=== design 1 ===
### Nets reached from selected ports, design 1

Bar = 50 µm.
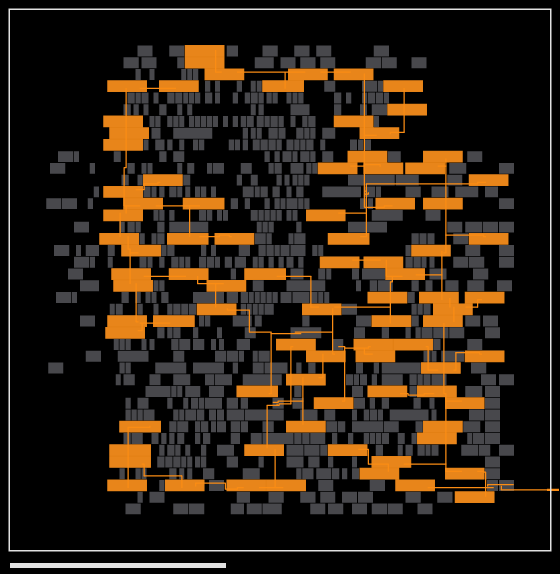
===== config.mk =====
export PLATFORM = sky130hd
export DESIGN_NAME = avr_fetch_ctrl
export DESIGN_NICKNAME = d
export VERILOG_FILES = /design/src/rtl/avr_pkg.sv /design/src/rtl/avr_twoword_dec.sv /design/src/rtl/avr_fetch_ctrl.sv
export SDC_FILE = /design/constraint.sdc
export NUM_CORES = 1
export LEC_CHECK = 0
export ABC_AREA = 1
export CORE_MARGIN = 8
export CORE_UTILIZATION = 36
export DETAILED_ROUTE_END_ITERATION = 12
export GPL_TIMING_DRIVEN = 1
export PLACE_DENSITY_LB_ADDON = 0.15
export SYNTH_ARGS = -nofsm -noshare
export SYNTH_HDL_FRONTEND = slang
export SYNTH_SLANG_ARGS = --single-unit

===== constraint.sdc =====
create_clock -name CLK -period 1.8 [get_ports CLK]
set_clock_uncertainty 0.2 [all_clocks]
set_input_delay 0.27 -clock CLK [delete_from_list [all_inputs] [get_ports CLK]]
set_output_delay 0.27 -clock CLK [all_outputs]
set_load 0.01 [all_outputs]

===== src/rtl/avr_pkg.sv =====
// Shared definitions for the AVR instruction fetch path:
// PC width default, fetch FSM states and two-word opcode patterns.
package avr_pkg;

    localparam int PC_W_DEF = 16;

    localparam logic [15:0] LDS_STS_MASK  = 16'hFC0F;
    localparam logic [15:0] LDS_STS_VAL   = 16'h9000;
    localparam logic [15:0] JMP_CALL_MASK = 16'hFE0C;
    localparam logic [15:0] JMP_CALL_VAL  = 16'h940C;

    typedef enum logic [2:0] {
        S_IDLE,
        S_FETCH1,
        S_FETCH2,
        S_HOLD,
        S_SKIP1,
        S_SKIP2,
        S_DISCARD
    } fetch_state_t;

endpackage


===== src/rtl/avr_twoword_dec.sv =====
// Flags AVR opcodes that carry a second 16-bit word (LDS/STS, JMP/CALL).
// Shared with the CPU decode stage.
module avr_twoword_dec
    import avr_pkg::*;
(
    input  logic [15:0] op,
    output logic        is_two_word
);

    logic lds_sts;
    logic jmp_call;

    assign lds_sts     = (op & LDS_STS_MASK) == LDS_STS_VAL;
    assign jmp_call    = (op & JMP_CALL_MASK) == JMP_CALL_VAL;
    assign is_two_word = lds_sts | jmp_call;

endmodule


===== src/rtl/avr_fetch_ctrl.sv =====
// AVR fetch controller: reads one or two opcode words, presents them
// to the CPU, and handles skips and branch redirects without prefetch.
module avr_fetch_ctrl
    import avr_pkg::*;
#(
    parameter int PC_W = PC_W_DEF
) (
    input  logic            CLK,
    input  logic            RST,
    output logic [PC_W-1:0] p_addr,
    output logic            p_req,
    input  logic            p_ack,
    input  logic [15:0]     p_data,
    output logic [15:0]     instr,
    output logic [15:0]     instr_ext,
    output logic [PC_W-1:0] instr_pc,
    output logic            instr_valid,
    input  logic            instr_ready,
    input  logic            br_take,
    input  logic [PC_W-1:0] br_target,
    input  logic            skip
);

    fetch_state_t    state;
    logic [PC_W-1:0] br_tgt;
    logic [PC_W-1:0] pc_inc;
    logic            two_word;

    // p_addr always points at the word being (or about to be) read,
    // so a single incrementer covers every sequential step.
    assign pc_inc = p_addr + PC_W'(1);

    avr_twoword_dec u_dec (
        .op          (p_data),
        .is_two_word (two_word)
    );

    always_ff @(posedge CLK or negedge RST) begin
        if (!RST) begin
            state       <= S_IDLE;
            p_req       <= 1'b0;
            p_addr      <= '0;
            br_tgt      <= '0;
            instr       <= '0;
            instr_ext   <= '0;
            instr_pc    <= '0;
            instr_valid <= 1'b0;
        end else if (br_take) begin
            instr_valid <= 1'b0;
            // An outstanding read must complete at its old address.
            if (p_req && !p_ack) begin
                state  <= S_DISCARD;
                br_tgt <= br_target;
            end else begin
                state  <= S_FETCH1;
                p_req  <= 1'b1;
                p_addr <= br_target;
            end
        end else begin
            unique case (state)
                S_IDLE: begin
                    state  <= S_FETCH1;
                    p_req  <= 1'b1;
                    p_addr <= '0;
                end
                S_FETCH1: begin
                    if (p_ack) begin
                        instr     <= p_data;
                        instr_ext <= '0;
                        instr_pc  <= p_addr;
                        p_addr    <= pc_inc;
                        if (two_word) begin
                            state <= S_FETCH2;
                        end else begin
                            state       <= S_HOLD;
                            p_req       <= 1'b0;
                            instr_valid <= 1'b1;
                        end
                    end
                end
                S_FETCH2: begin
                    if (p_ack) begin
                        instr_ext   <= p_data;
                        p_addr      <= pc_inc;
                        state       <= S_HOLD;
                        p_req       <= 1'b0;
                        instr_valid <= 1'b1;
                    end
                end
                S_HOLD: begin
                    if (instr_ready) begin
                        instr_valid <= 1'b0;
                        p_req       <= 1'b1;
                        state       <= skip ? S_SKIP1 : S_FETCH1;
                    end
                end
                S_SKIP1: begin
                    if (p_ack) begin
                        p_addr <= pc_inc;
                        state  <= two_word ? S_SKIP2 : S_FETCH1;
                    end
                end
                // The skipped opcode's second word is read and dropped.
                S_SKIP2: begin
                    if (p_ack) begin
                        p_addr <= pc_inc;
                        state  <= S_FETCH1;
                    end
                end
                S_DISCARD: begin
                    if (p_ack) begin
                        p_addr <= br_tgt;
                        state  <= S_FETCH1;
                    end
                end
                default: begin
                    state <= S_IDLE;
                    p_req <= 1'b0;
                end
            endcase
        end
    end

endmodule


==> flow_metrics.tcl <==
# yosys + openroad results
set metrics [dict create \
    status "completed" \
    track_usage_pct 15.8 \
    dr.first_iter.drc_count 346 \
    grt_pass1_wl_um 20500 \
    rows 40 \
    cp_num_buf_inv 1 \
    routed_via_density 4.83 \
    die_w_um 125 \
    ys_chip_area_um2 4280 \
    hold_ws_ns 0.256 \
    post_dp_cell_area_um2 5780 \
    synthCells 534 \
    yosysSeqAreaShare_pct 49.6 \
    reg2reg_depth 11 \
    drt_first_pass_iters 5 \
    power_switching_mw 3.81 \
    drv_slew 0 \
    worstMarginPinSlew_ns 0.529 \
    num_vias 4011 \
    cts_buffers 9 \
    power_mw 10.2 \
    ys_sh_aoi_pct 9.23 \
    fin_ws_ns 0.0300 \
    synth_warnings 0 \
    vdd_ir_drop_max_mv 0.470 \
    period_used_pct 98.3 \
]
Notes on 'Nets reached from selected ports' of design 1 above:
- orange: `RST` (bits 1; direction input; edge east; end cells 85; buffers 6; wire 724 µm)
I/O Buffers: 103
I/O Pins: 104

-- cell type report --
| type | instances | area share [%] |
|---|---|---|
| Sequential cell | 85 | 34.5 |
| Timing Repair Buffer | 154 | 24.5 |
| Inverter | 56 | 3.39 |
| Clock inverter | 5 | 0.969 |
| Clock buffer | 11 | 3.92 |
| Multi-Input combinational cell | 372 | 29.8 |
| Tap cell | 147 | 2.97 |
-- worst max-delay path by stage --
stage	startpoint	to	slack, ns	depth (start not counted)
floorplan	state[1]	instr_pc[2]	0.21	6
global placement	br_take	instr_ext[0]	-0.13	6
detailed placement	br_take	instr_ext[15]	-0.14	6
CTS	p_addr[9]	p_addr[9]	0.002	1
global route	p_addr[0]	p_addr[10]	-0.002	9
finish	p_addr[7]	p_addr[7]	0.03	1
-- registers in the layout, indices dropped and copies added (netlist names) --
name,flops
br_tgt,16
instr,16
instr_ext,16
instr_pc,16
p_addr,16
state,3
instr_valid,1
p_req,1
-- timing repair --
| action | CTS | global route |
|---|---|---|
| hold endpoints to repair | 36 | 0 |
| cloned | 0 | 0 |
| gates resized | 13 | 17 |
| pin swaps | 0 | 1 |
| setup endpoints to repair | 11 | 39 |
| hold buffers | 1 | 0 |
| setup buffers | 3 | 3 |

=== design 2 ===
### Zoomed window, design 2

Window x 6 to 46, y 51 to 91 µm. Cells in grey, sequential cells in the stronger grey; small squares are vias.
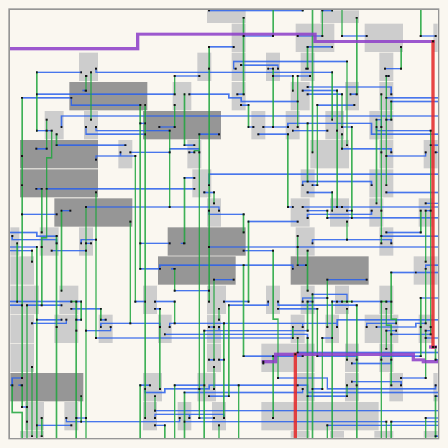
## src/rtl/stream_downsizer.sv

```systemverilog
// stream_downsizer
//   Width-reducing valid/ready stage. Takes one wide beat of RATIO narrow
//   words and replays the first in_len_i words, least-significant word first,
//   as narrow beats. The packet-end marker rides on the final emitted word.
//
//   state | meaning
//   IDLE  | holding register empty, in_ready_o = 1, outputs zero
//   EMIT  | presenting word idx of the held beat on the narrow side
//
// Ports
//   clk, rst      clock, synchronous active-high reset
//   in_valid_i    wide beat valid
//   in_ready_o    wide beat ready (combinational from out_ready_i)
//   in_data_i     wide beat, word k at [k*OUT_WIDTH +: OUT_WIDTH]
//   in_len_i      number of valid words from word 0 (clamped to RATIO, 0 = drop)
//   in_last_i     beat ends a packet
//   out_valid_o   narrow word valid (registered)
//   out_ready_i   downstream ready
//   out_data_o    narrow word, zero when not valid (registered)
//   out_last_o    final word of a last beat, zero when not valid (registered)
module stream_downsizer #(
  parameter int OUT_WIDTH = 8,
  parameter int RATIO     = 4,
  parameter int LEN_WIDTH = $clog2(RATIO + 1)
) (
  input  logic                       clk,
  input  logic                       rst,
  input  logic                       in_valid_i,
  output logic                       in_ready_o,
  input  logic [OUT_WIDTH*RATIO-1:0] in_data_i,
  input  logic [LEN_WIDTH-1:0]       in_len_i,
  input  logic                       in_last_i,
  output logic                       out_valid_o,
  input  logic                       out_ready_i,
  output logic [OUT_WIDTH-1:0]       out_data_o,
  output logic                       out_last_o
);

  localparam int IDX_W = $clog2(RATIO);
  localparam logic [LEN_WIDTH-1:0] RATIO_L = LEN_WIDTH'(RATIO);

  typedef enum logic {IDLE, EMIT} state_t;

  state_t                     state_q;
  logic [OUT_WIDTH*RATIO-1:0] hold_q;
  logic [IDX_W-1:0]           idx_q;
  logic [IDX_W-1:0]           len_m1_q;   // stored length minus one (index of final word)
  logic                       last_q;

  logic [OUT_WIDTH-1:0]       hold_words [RATIO];
  logic [LEN_WIDTH-1:0]       len_c;
  logic [IDX_W-1:0]           idx_nxt;
  logic                       is_final;
  logic                       accept;
  logic                       out_hs;

  always_comb begin
    for (int k = 0; k < RATIO; k++) begin
      hold_words[k] = hold_q[k*OUT_WIDTH +: OUT_WIDTH];
    end
  end

  assign len_c    = (in_len_i > RATIO_L) ? RATIO_L : in_len_i;
  assign idx_nxt  = idx_q + IDX_W'(1);
  assign is_final = (state_q == EMIT) && (idx_q == len_m1_q);
  assign out_hs   = (state_q == EMIT) && out_ready_i;

  // Only combinational path out_ready_i -> in_ready_o; upstream skid buffer
  // registers its own ready so this does not chain further.
  assign in_ready_o = (state_q == IDLE) || (out_ready_i && is_final);
  assign accept     = in_valid_i && in_ready_o;

  always_ff @(posedge clk) begin
    if (rst) begin
      state_q     <= IDLE;
      hold_q      <= '0;
      idx_q       <= '0;
      len_m1_q    <= '0;
      last_q      <= 1'b0;
      out_valid_o <= 1'b0;
      out_data_o  <= '0;
      out_last_o  <= 1'b0;
    end else if (accept) begin
      // Accept covers both the idle load and the load that overlaps the
      // final-word handshake of the previous beat.
      if (len_c != '0) begin
        state_q     <= EMIT;
        hold_q      <= in_data_i;
        idx_q       <= '0;
        len_m1_q    <= IDX_W'(len_c - LEN_WIDTH'(1));
        last_q      <= in_last_i;
        out_valid_o <= 1'b1;
        out_data_o  <= in_data_i[OUT_WIDTH-1:0];
        out_last_o  <= in_last_i && (len_c == LEN_WIDTH'(1));
      end else begin
        state_q     <= IDLE;
        idx_q       <= '0;
        out_valid_o <= 1'b0;
        out_data_o  <= '0;
        out_last_o  <= 1'b0;
      end
    end else if (out_hs) begin
      if (is_final) begin
        state_q     <= IDLE;
        idx_q       <= '0;
        out_valid_o <= 1'b0;
        out_data_o  <= '0;
        out_last_o  <= 1'b0;
      end else begin
        idx_q       <= idx_nxt;
        out_data_o  <= hold_words[idx_nxt];
        out_last_o  <= last_q && (idx_nxt == len_m1_q);
      end
    end
  end

endmodule

```

## config.mk

```make
export PLATFORM = sky130hd
export DESIGN_NAME = stream_downsizer
export DESIGN_NICKNAME = d
export VERILOG_FILES = /design/src/rtl/stream_downsizer.sv
export SDC_FILE = /design/constraint.sdc
export NUM_CORES = 1
export LEC_CHECK = 0
export ABC_AREA = 1
export ABC_CLOCK_PERIOD_IN_PS = 2300
export CAP_MARGIN = 0
export CELL_PAD_IN_SITES_DETAIL_PLACEMENT = 2
export CELL_PAD_IN_SITES_GLOBAL_PLACEMENT = 2
export CORE_ASPECT_RATIO = 0.9
export CORE_MARGIN = 2
export CORE_UTILIZATION = 27
export DETAILED_ROUTE_END_ITERATION = 6
export GPL_TIMING_DRIVEN = 0
export PLACE_DENSITY_LB_ADDON = 0.1
export SLEW_MARGIN = 10
export SYNTH_ARGS = -nofsm -noshare
export SYNTH_HDL_FRONTEND = slang
export SYNTH_SLANG_ARGS = --single-unit
```

## constraint.sdc

```tcl
create_clock -name clk -period 2.3 [get_ports clk]
set_clock_uncertainty 0.1 [all_clocks]
set_input_delay 0.69 -clock clk [delete_from_list [all_inputs] [get_ports clk]]
set_output_delay 0.69 -clock clk [all_outputs]
set_load 0.02 [all_outputs]
```

==> flow_metrics.tcl <==
# yosys + openroad results
set metrics [dict create \
    yosysSeqAreaShare_pct 38.1 \
    buffer_area_share_pct 21.4 \
    fp_nets 425 \
    most-common-layout-cells "nand2_1 (124), nor2_1 (63), dfxtp_1 (46)" \
    p_per_area_nw_per_um2 648 \
    stdcell_area_um2 3380 \
    place_ws_ns -0.853 \
    synthCells 383 \
    status "completed" \
    cp_data_required_time_ns 2.41 \
    power_switching_uw 646 \
    num_vias 2631 \
    ys.flops 47 \
    synth_warnings 0 \
    worstSetupEndpoint "len_m1_q[0]" \
    seq_area_um2 942 \
    syn_area_per_cell_um2 6.44 \
    fin_tns_setup_ns 0 \
    routed_via_density 4.58 \
    critPathCaptureType "register" \
    dp_hpwl_um 6560 \
    drt_first_pass_iters 4 \
    internal_power_mw 1.55 \
    relSlewSlack_pct 66.7 \
    powerSeq_uw 912 \
    stdcell_count 575 \
    seq_share_pct 27.8 \
]
Notes on 'Zoomed window' of design 2 above:
- blue: M1
- purple: M3
- green: M2
- red: M4
- netlist names of flops here include: `hold_q` (9)
- sequential cells in the window: 9
- most frequent: nand2_1 (29), a21oi_1 (9), dfxtp_1 (9)
- cells with their middle in the window: 81

-- logic make-up (layout without fill, tap and decap cells) --
family                   after synthesis  count (layout)  synth area share (%)
AND-OR/OR-AND                         51              51                  11.6
buffers and inverters                 59             129                  11.5
adder cells (fa/ha/maj)                2               2                  1.01
flip-flops                            47              47                  38.1
multiplexers                           1               1                 0.456
XOR/XNOR                               1               1                 0.355
AND/OR/NAND/NOR                      222             222                  37.0
-- what timing repair did --
item / CTS / global route
resized: 21 / 8
endpoints found under the setup margin: 45 / 15
gates cloned: 0 / 0
hold endpoints to repair: 0 / 0
setup buffers: 12 / 3
pin swaps: 6 / 8
-- critical path: stages --
cell,delay [ns]
dlygate4sd2_1,0.26
inv_2,0.09
nor2_1,0.04
nor2_1,0.14
inv_1,0.10
buf_4,0.14
buf_4,0.12
buf_4,0.12
buf_4,0.12
buf_4,0.12
buf_4,0.12
buf_4,0.12
nor2_1,0.12
nor2_1,0.06
-- routing by layer --
metal | vias up | routed length, µm
li1 | 1328 | -
met1 | 1266 | 4020
met2 | 31 | 4390
met3 | 6 | 219
met4 | 0 | 64
met5 | - | 0

=== design 3 ===
### Wiring by layer, design 3

Two of the layers only.
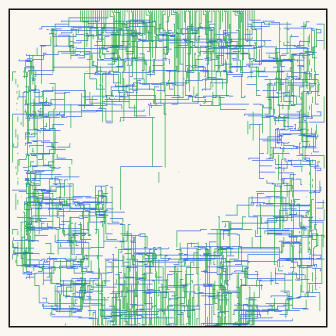
### Sequential cells coloured by netlist name, design 3

Bar = 50 µm. Other sequential cells in the stronger grey, the rest of the logic in the fainter grey.
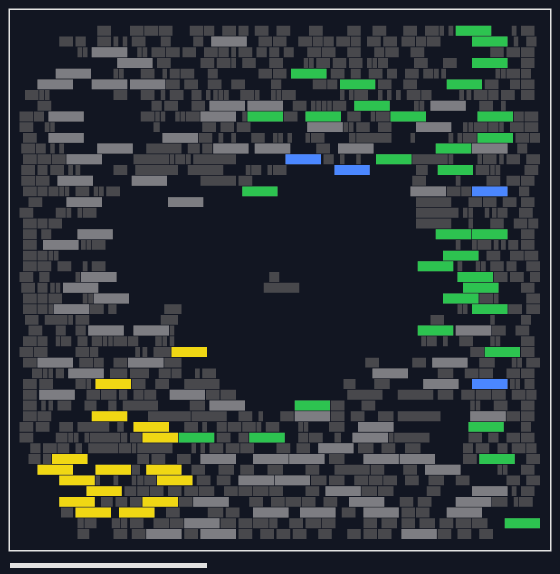
### Nets reached from selected ports, design 3

Bar = 50 µm.
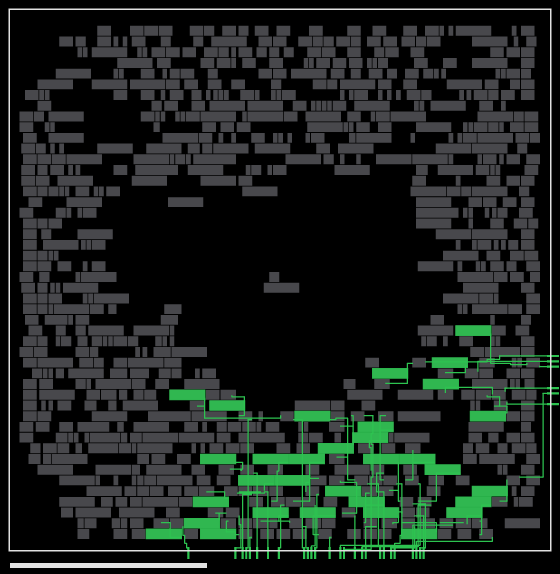
$ cat src/rtl/muldiv_pkg.sv
// Shared types and constants for the muldiv request arbiter.
package muldiv_pkg;

    localparam int NREQ = 2;

    typedef enum logic [1:0] {
        ST_IDLE  = 2'd0,
        ST_ISSUE = 2'd1,
        ST_WAIT  = 2'd2,
        ST_RESP  = 2'd3
    } state_t;

    localparam logic [2:0] MUL    = 3'b000;
    localparam logic [2:0] MULH   = 3'b001;
    localparam logic [2:0] MULHSU = 3'b010;
    localparam logic [2:0] MULHU  = 3'b011;
    localparam logic [2:0] DIV    = 3'b100;
    localparam logic [2:0] DIVU   = 3'b101;
    localparam logic [2:0] REM    = 3'b110;
    localparam logic [2:0] REMU   = 3'b111;

    function automatic logic is_div(input logic [2:0] funct3);
        return funct3[2];
    endfunction

endpackage

$ cat src/rtl/muldiv_arbiter_rr_arb2.sv
// Two-way round-robin grant; the tie-break pointer moves only when a grant is taken.
module rr_arb2
    import muldiv_pkg::*;
(
    input  logic            i_clk_n,
    input  logic            i_rst,
    input  logic [NREQ-1:0] i_valid,
    input  logic            i_idle,
    input  logic            i_md_busy,
    output logic [NREQ-1:0] o_grant,
    output logic            o_id,
    output logic            o_accept
);

    // 1 when req1 wins a tie
    logic prio_q;

    always_comb begin
        o_grant = '0;
        if (i_idle && !i_md_busy) begin
            if (&i_valid)
                o_grant = prio_q ? 2'b10 : 2'b01;
            else
                o_grant = i_valid;
        end
    end

    assign o_accept = |o_grant;
    assign o_id     = o_grant[1];

    always_ff @(posedge i_clk_n or posedge i_rst) begin
        if (i_rst)
            prio_q <= 1'b0;
        else if (o_accept)
            prio_q <= ~o_id;
    end

endmodule

$ cat src/rtl/muldiv_arbiter.sv
// Shares one iterative muldiv between two requesters: accept, issue one enable pulse,
// wait for busy to fall, then return the registered result with the requester's tag.
module muldiv_arbiter
    import muldiv_pkg::*;
#(
    parameter int TAG_W = 4,
    parameter int CNT_W = 16
) (
    input  logic                 i_clk_n,
    input  logic                 i_rst,
    input  logic [NREQ-1:0]      i_req_valid,
    output logic [NREQ-1:0]      o_req_ready,
    input  logic [63:0]          i_req_a,
    input  logic [63:0]          i_req_b,
    input  logic [5:0]           i_req_funct3,
    input  logic [2*TAG_W-1:0]   i_req_tag,
    output logic [NREQ-1:0]      o_rsp_valid,
    input  logic [NREQ-1:0]      i_rsp_ready,
    output logic [31:0]          o_rsp_data,
    output logic [TAG_W-1:0]     o_rsp_tag,
    output logic [31:0]          o_md_a,
    output logic [31:0]          o_md_b,
    output logic [2:0]           o_md_funct3,
    output logic                 o_md_en,
    input  logic [31:0]          i_md_result,
    input  logic                 i_md_busy,
    output logic                 o_busy,
    output logic [CNT_W-1:0]     o_ops_done
);

    state_t           state, state_nxt;
    logic [NREQ-1:0]  grant;
    logic             gid;
    logic             accept;
    logic             id_q;
    logic             rsp_fire;
    logic             capture;

    rr_arb2 u_arb (
        .i_clk_n   (i_clk_n),
        .i_rst     (i_rst),
        .i_valid   (i_req_valid),
        .i_idle    (state == ST_IDLE),
        .i_md_busy (i_md_busy),
        .o_grant   (grant),
        .o_id      (gid),
        .o_accept  (accept)
    );

    assign o_req_ready = grant;
    assign rsp_fire    = (state == ST_RESP) && i_rsp_ready[id_q];
    assign capture     = (state == ST_WAIT) && !i_md_busy;

    always_ff @(posedge i_clk_n or posedge i_rst) begin
        if (i_rst)
            state <= ST_IDLE;
        else
            state <= state_nxt;
    end

    always_comb begin
        state_nxt   = state;
        o_md_en     = 1'b0;
        o_rsp_valid = '0;
        o_busy      = (state != ST_IDLE);
        unique case (state)
            ST_IDLE:  if (accept) state_nxt = ST_ISSUE;
            ST_ISSUE: begin
                o_md_en   = 1'b1;
                state_nxt = ST_WAIT;
            end
            ST_WAIT:  if (!i_md_busy) state_nxt = ST_RESP;
            ST_RESP: begin
                o_rsp_valid[id_q] = 1'b1;
                if (rsp_fire) state_nxt = ST_IDLE;
            end
            default:  state_nxt = ST_IDLE;
        endcase
    end

    // Operands stay latched after accept; muldiv post-processing reads them live.
    always_ff @(posedge i_clk_n or posedge i_rst) begin
        if (i_rst) begin
            o_md_a      <= '0;
            o_md_b      <= '0;
            o_md_funct3 <= '0;
            o_rsp_tag   <= '0;
            id_q        <= 1'b0;
        end else if (accept) begin
            o_md_a      <= gid ? i_req_a[63:32]            : i_req_a[31:0];
            o_md_b      <= gid ? i_req_b[63:32]            : i_req_b[31:0];
            o_md_funct3 <= gid ? i_req_funct3[5:3]         : i_req_funct3[2:0];
            o_rsp_tag   <= gid ? i_req_tag[2*TAG_W-1:TAG_W] : i_req_tag[TAG_W-1:0];
            id_q        <= gid;
        end
    end

    always_ff @(posedge i_clk_n or posedge i_rst) begin
        if (i_rst) begin
            o_rsp_data <= '0;
            o_ops_done <= '0;
        end else begin
            if (capture)
                o_rsp_data <= i_md_result;
            if (rsp_fire)
                o_ops_done <= o_ops_done + CNT_W'(1);
        end
    end

endmodule

$ cat config.mk
export PLATFORM = sky130hd
export DESIGN_NAME = muldiv_arbiter
export DESIGN_NICKNAME = d
export VERILOG_FILES = /design/src/rtl/muldiv_pkg.sv /design/src/rtl/muldiv_arbiter_rr_arb2.sv /design/src/rtl/muldiv_arbiter.sv
export SDC_FILE = /design/constraint.sdc
export NUM_CORES = 1
export LEC_CHECK = 0
export CAP_MARGIN = 20
export CELL_PAD_IN_SITES_DETAIL_PLACEMENT = 0
export CELL_PAD_IN_SITES_GLOBAL_PLACEMENT = 1
export CORE_MARGIN = 2
export CORE_UTILIZATION = 29
export DETAILED_ROUTE_END_ITERATION = 12
export PLACE_DENSITY = 0.95
export SYNTH_ARGS = -nofsm -noshare
export SYNTH_HDL_FRONTEND = slang
export SYNTH_SLANG_ARGS = --single-unit
export TNS_END_PERCENT = 50
$ cat constraint.sdc
create_clock -name i_clk_n -period 10.1 [get_ports i_clk_n]
set_input_delay 1.01 -clock i_clk_n [delete_from_list [all_inputs] [get_ports i_clk_n]]
set_output_delay 1.01 -clock i_clk_n [all_outputs]
set_load 0.05 [all_outputs]
==> flow_metrics.tcl <==
# yosys + openroad results
set metrics [dict create \
    status "completed" \
    yosys.area_share.xor_xnor_pct 2.55 \
    crit_path_frequent_cell "clkdlybuf4s50_1" \
    vdd_ir_drop_max_mv 0.179 \
    power_switching_mw 1.42 \
    comb_area_share_pct 21.4 \
    seqPwrFrac_pct 26.3 \
    topCellsByArea "dfrtp_1 (60%), nand2_1 (11%), a22oi_1 (10%)" \
    synthCells 465 \
    logic_gates 309 \
    power_leakage_nw 3.99 \
    buffers 310 \
    fin_skew_ns 0.00793 \
    syn-cell-area_um2 5150 \
    synthTopLogicFamily "simple AND/OR/NAND/NOR gates" \
    core_um2 17300 \
    cp_data_required_time_ns 9.09 \
    grt.overflow.total 0 \
    biggestRegsByFlops "o_md_a x32, o_md_b x32, o_rsp_data x32" \
    comb-power_mw 1.66 \
    dominant_cells "non-clock buffers" \
    post_dp_cell_area_um2 8410 \
    clk_path_buf_depth 2 \
    yosys.area.top_type "dfrtp_1" \
    diodes 0 \
    ys.flops 123 \
]
## Picture notes: 'Wiring by layer' of design 3
- blue: M1 (wire length 6,250 µm)
- green: M2 (wire length 7,970 µm)
via count: 4,604
Routed WL: 15,900 µm

## Picture notes: 'Sequential cells coloured by netlist name' of design 3
- blue: `o_rsp_tag` (sequential cells 4)
- green: `o_md_a` (sequential cells 32)
- yellow: `o_ops_done` (sequential cells 16; where south-west)
Sequential Power: 829 µW
Seq/total area: 34.0%
final core occ: 52.3%
Storage cell area: 3080 µm²

## Picture notes: 'Nets reached from selected ports' of design 3
- green: `o_rsp_data` (bits 32; direction output; edge 26 south, 6 east; end cells 32; buffers 32; wire 967 µm)

-- cell usage in the layout (no fill, tap or decap), drive strengths merged, types with 2 or more instances in the layout --
| cell type | n |
|---|---|
| inv | 6 |
| nand2b | 2 |
| nand4 | 2 |
| clkinv | 5 |
| nor2b | 2 |
| nand3 | 5 |
| xnor2 | 10 |
| o21ai | 2 |
| ha | 5 |
| xor2 | 5 |
| nor4 | 2 |
| clkbuf | 21 |
| bufinv | 5 |
| clkdlybuf4s50 | 305 |
| dfrtp | 123 |
| mux2 | 33 |
| a22oi | 71 |
| o21bai | 2 |
| nor2 | 6 |
| nand2 | 149 |
| buf | 5 |
| and3 | 4 |
-- final timing paths --
kind	start	to	slack (ns)	depth (start not counted)
max in group asynchronous	i_rst	o_rsp_data[9]	7.65	3
worst min register to register	o_md_b[27]	o_md_b[27]	0.47	2
worst min-delay path	o_md_b[27]	o_md_b[27]	0.47	2
min in group asynchronous	i_rst	o_rsp_data[21]	1.10	2
worst max-delay path	i_md_busy	o_req_ready[0]	5.48	5
worst max register to register	state[1]	o_md_b[31]	7.66	7
-- layer usage --
layer,routed length (µm),GRT usage (%)
met5,0,0
met1,6250,18.9
met3,1490,5.74
met4,206,6.01
met2,7970,28.9


## Gallery

Clock routing.
shot_01.png
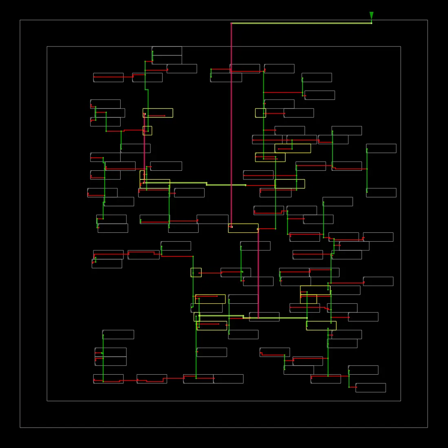
shot_02.png
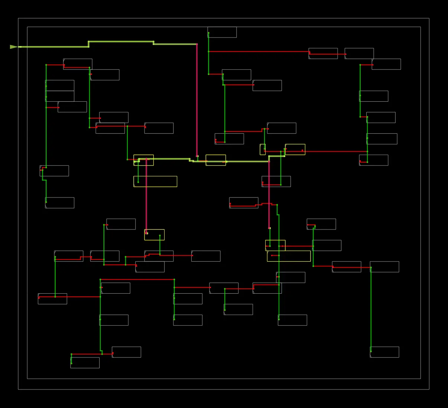
shot_03.png
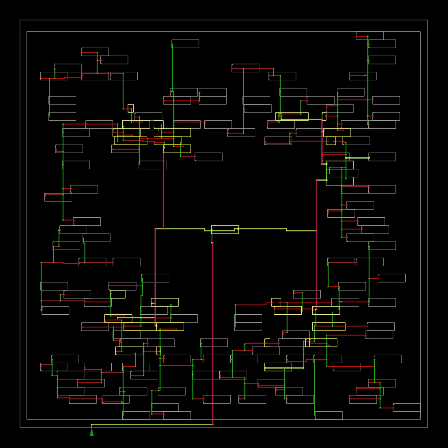
| picture | from |
|---|---|
| shot_02.png | design 2 |
| shot_03.png | design 3 |
| shot_01.png | design 1 |
Of these, most sequential cells: shot_03.png
Of these, fewest sequential cells: shot_02.png

Power and IR drop assume default switching activity.
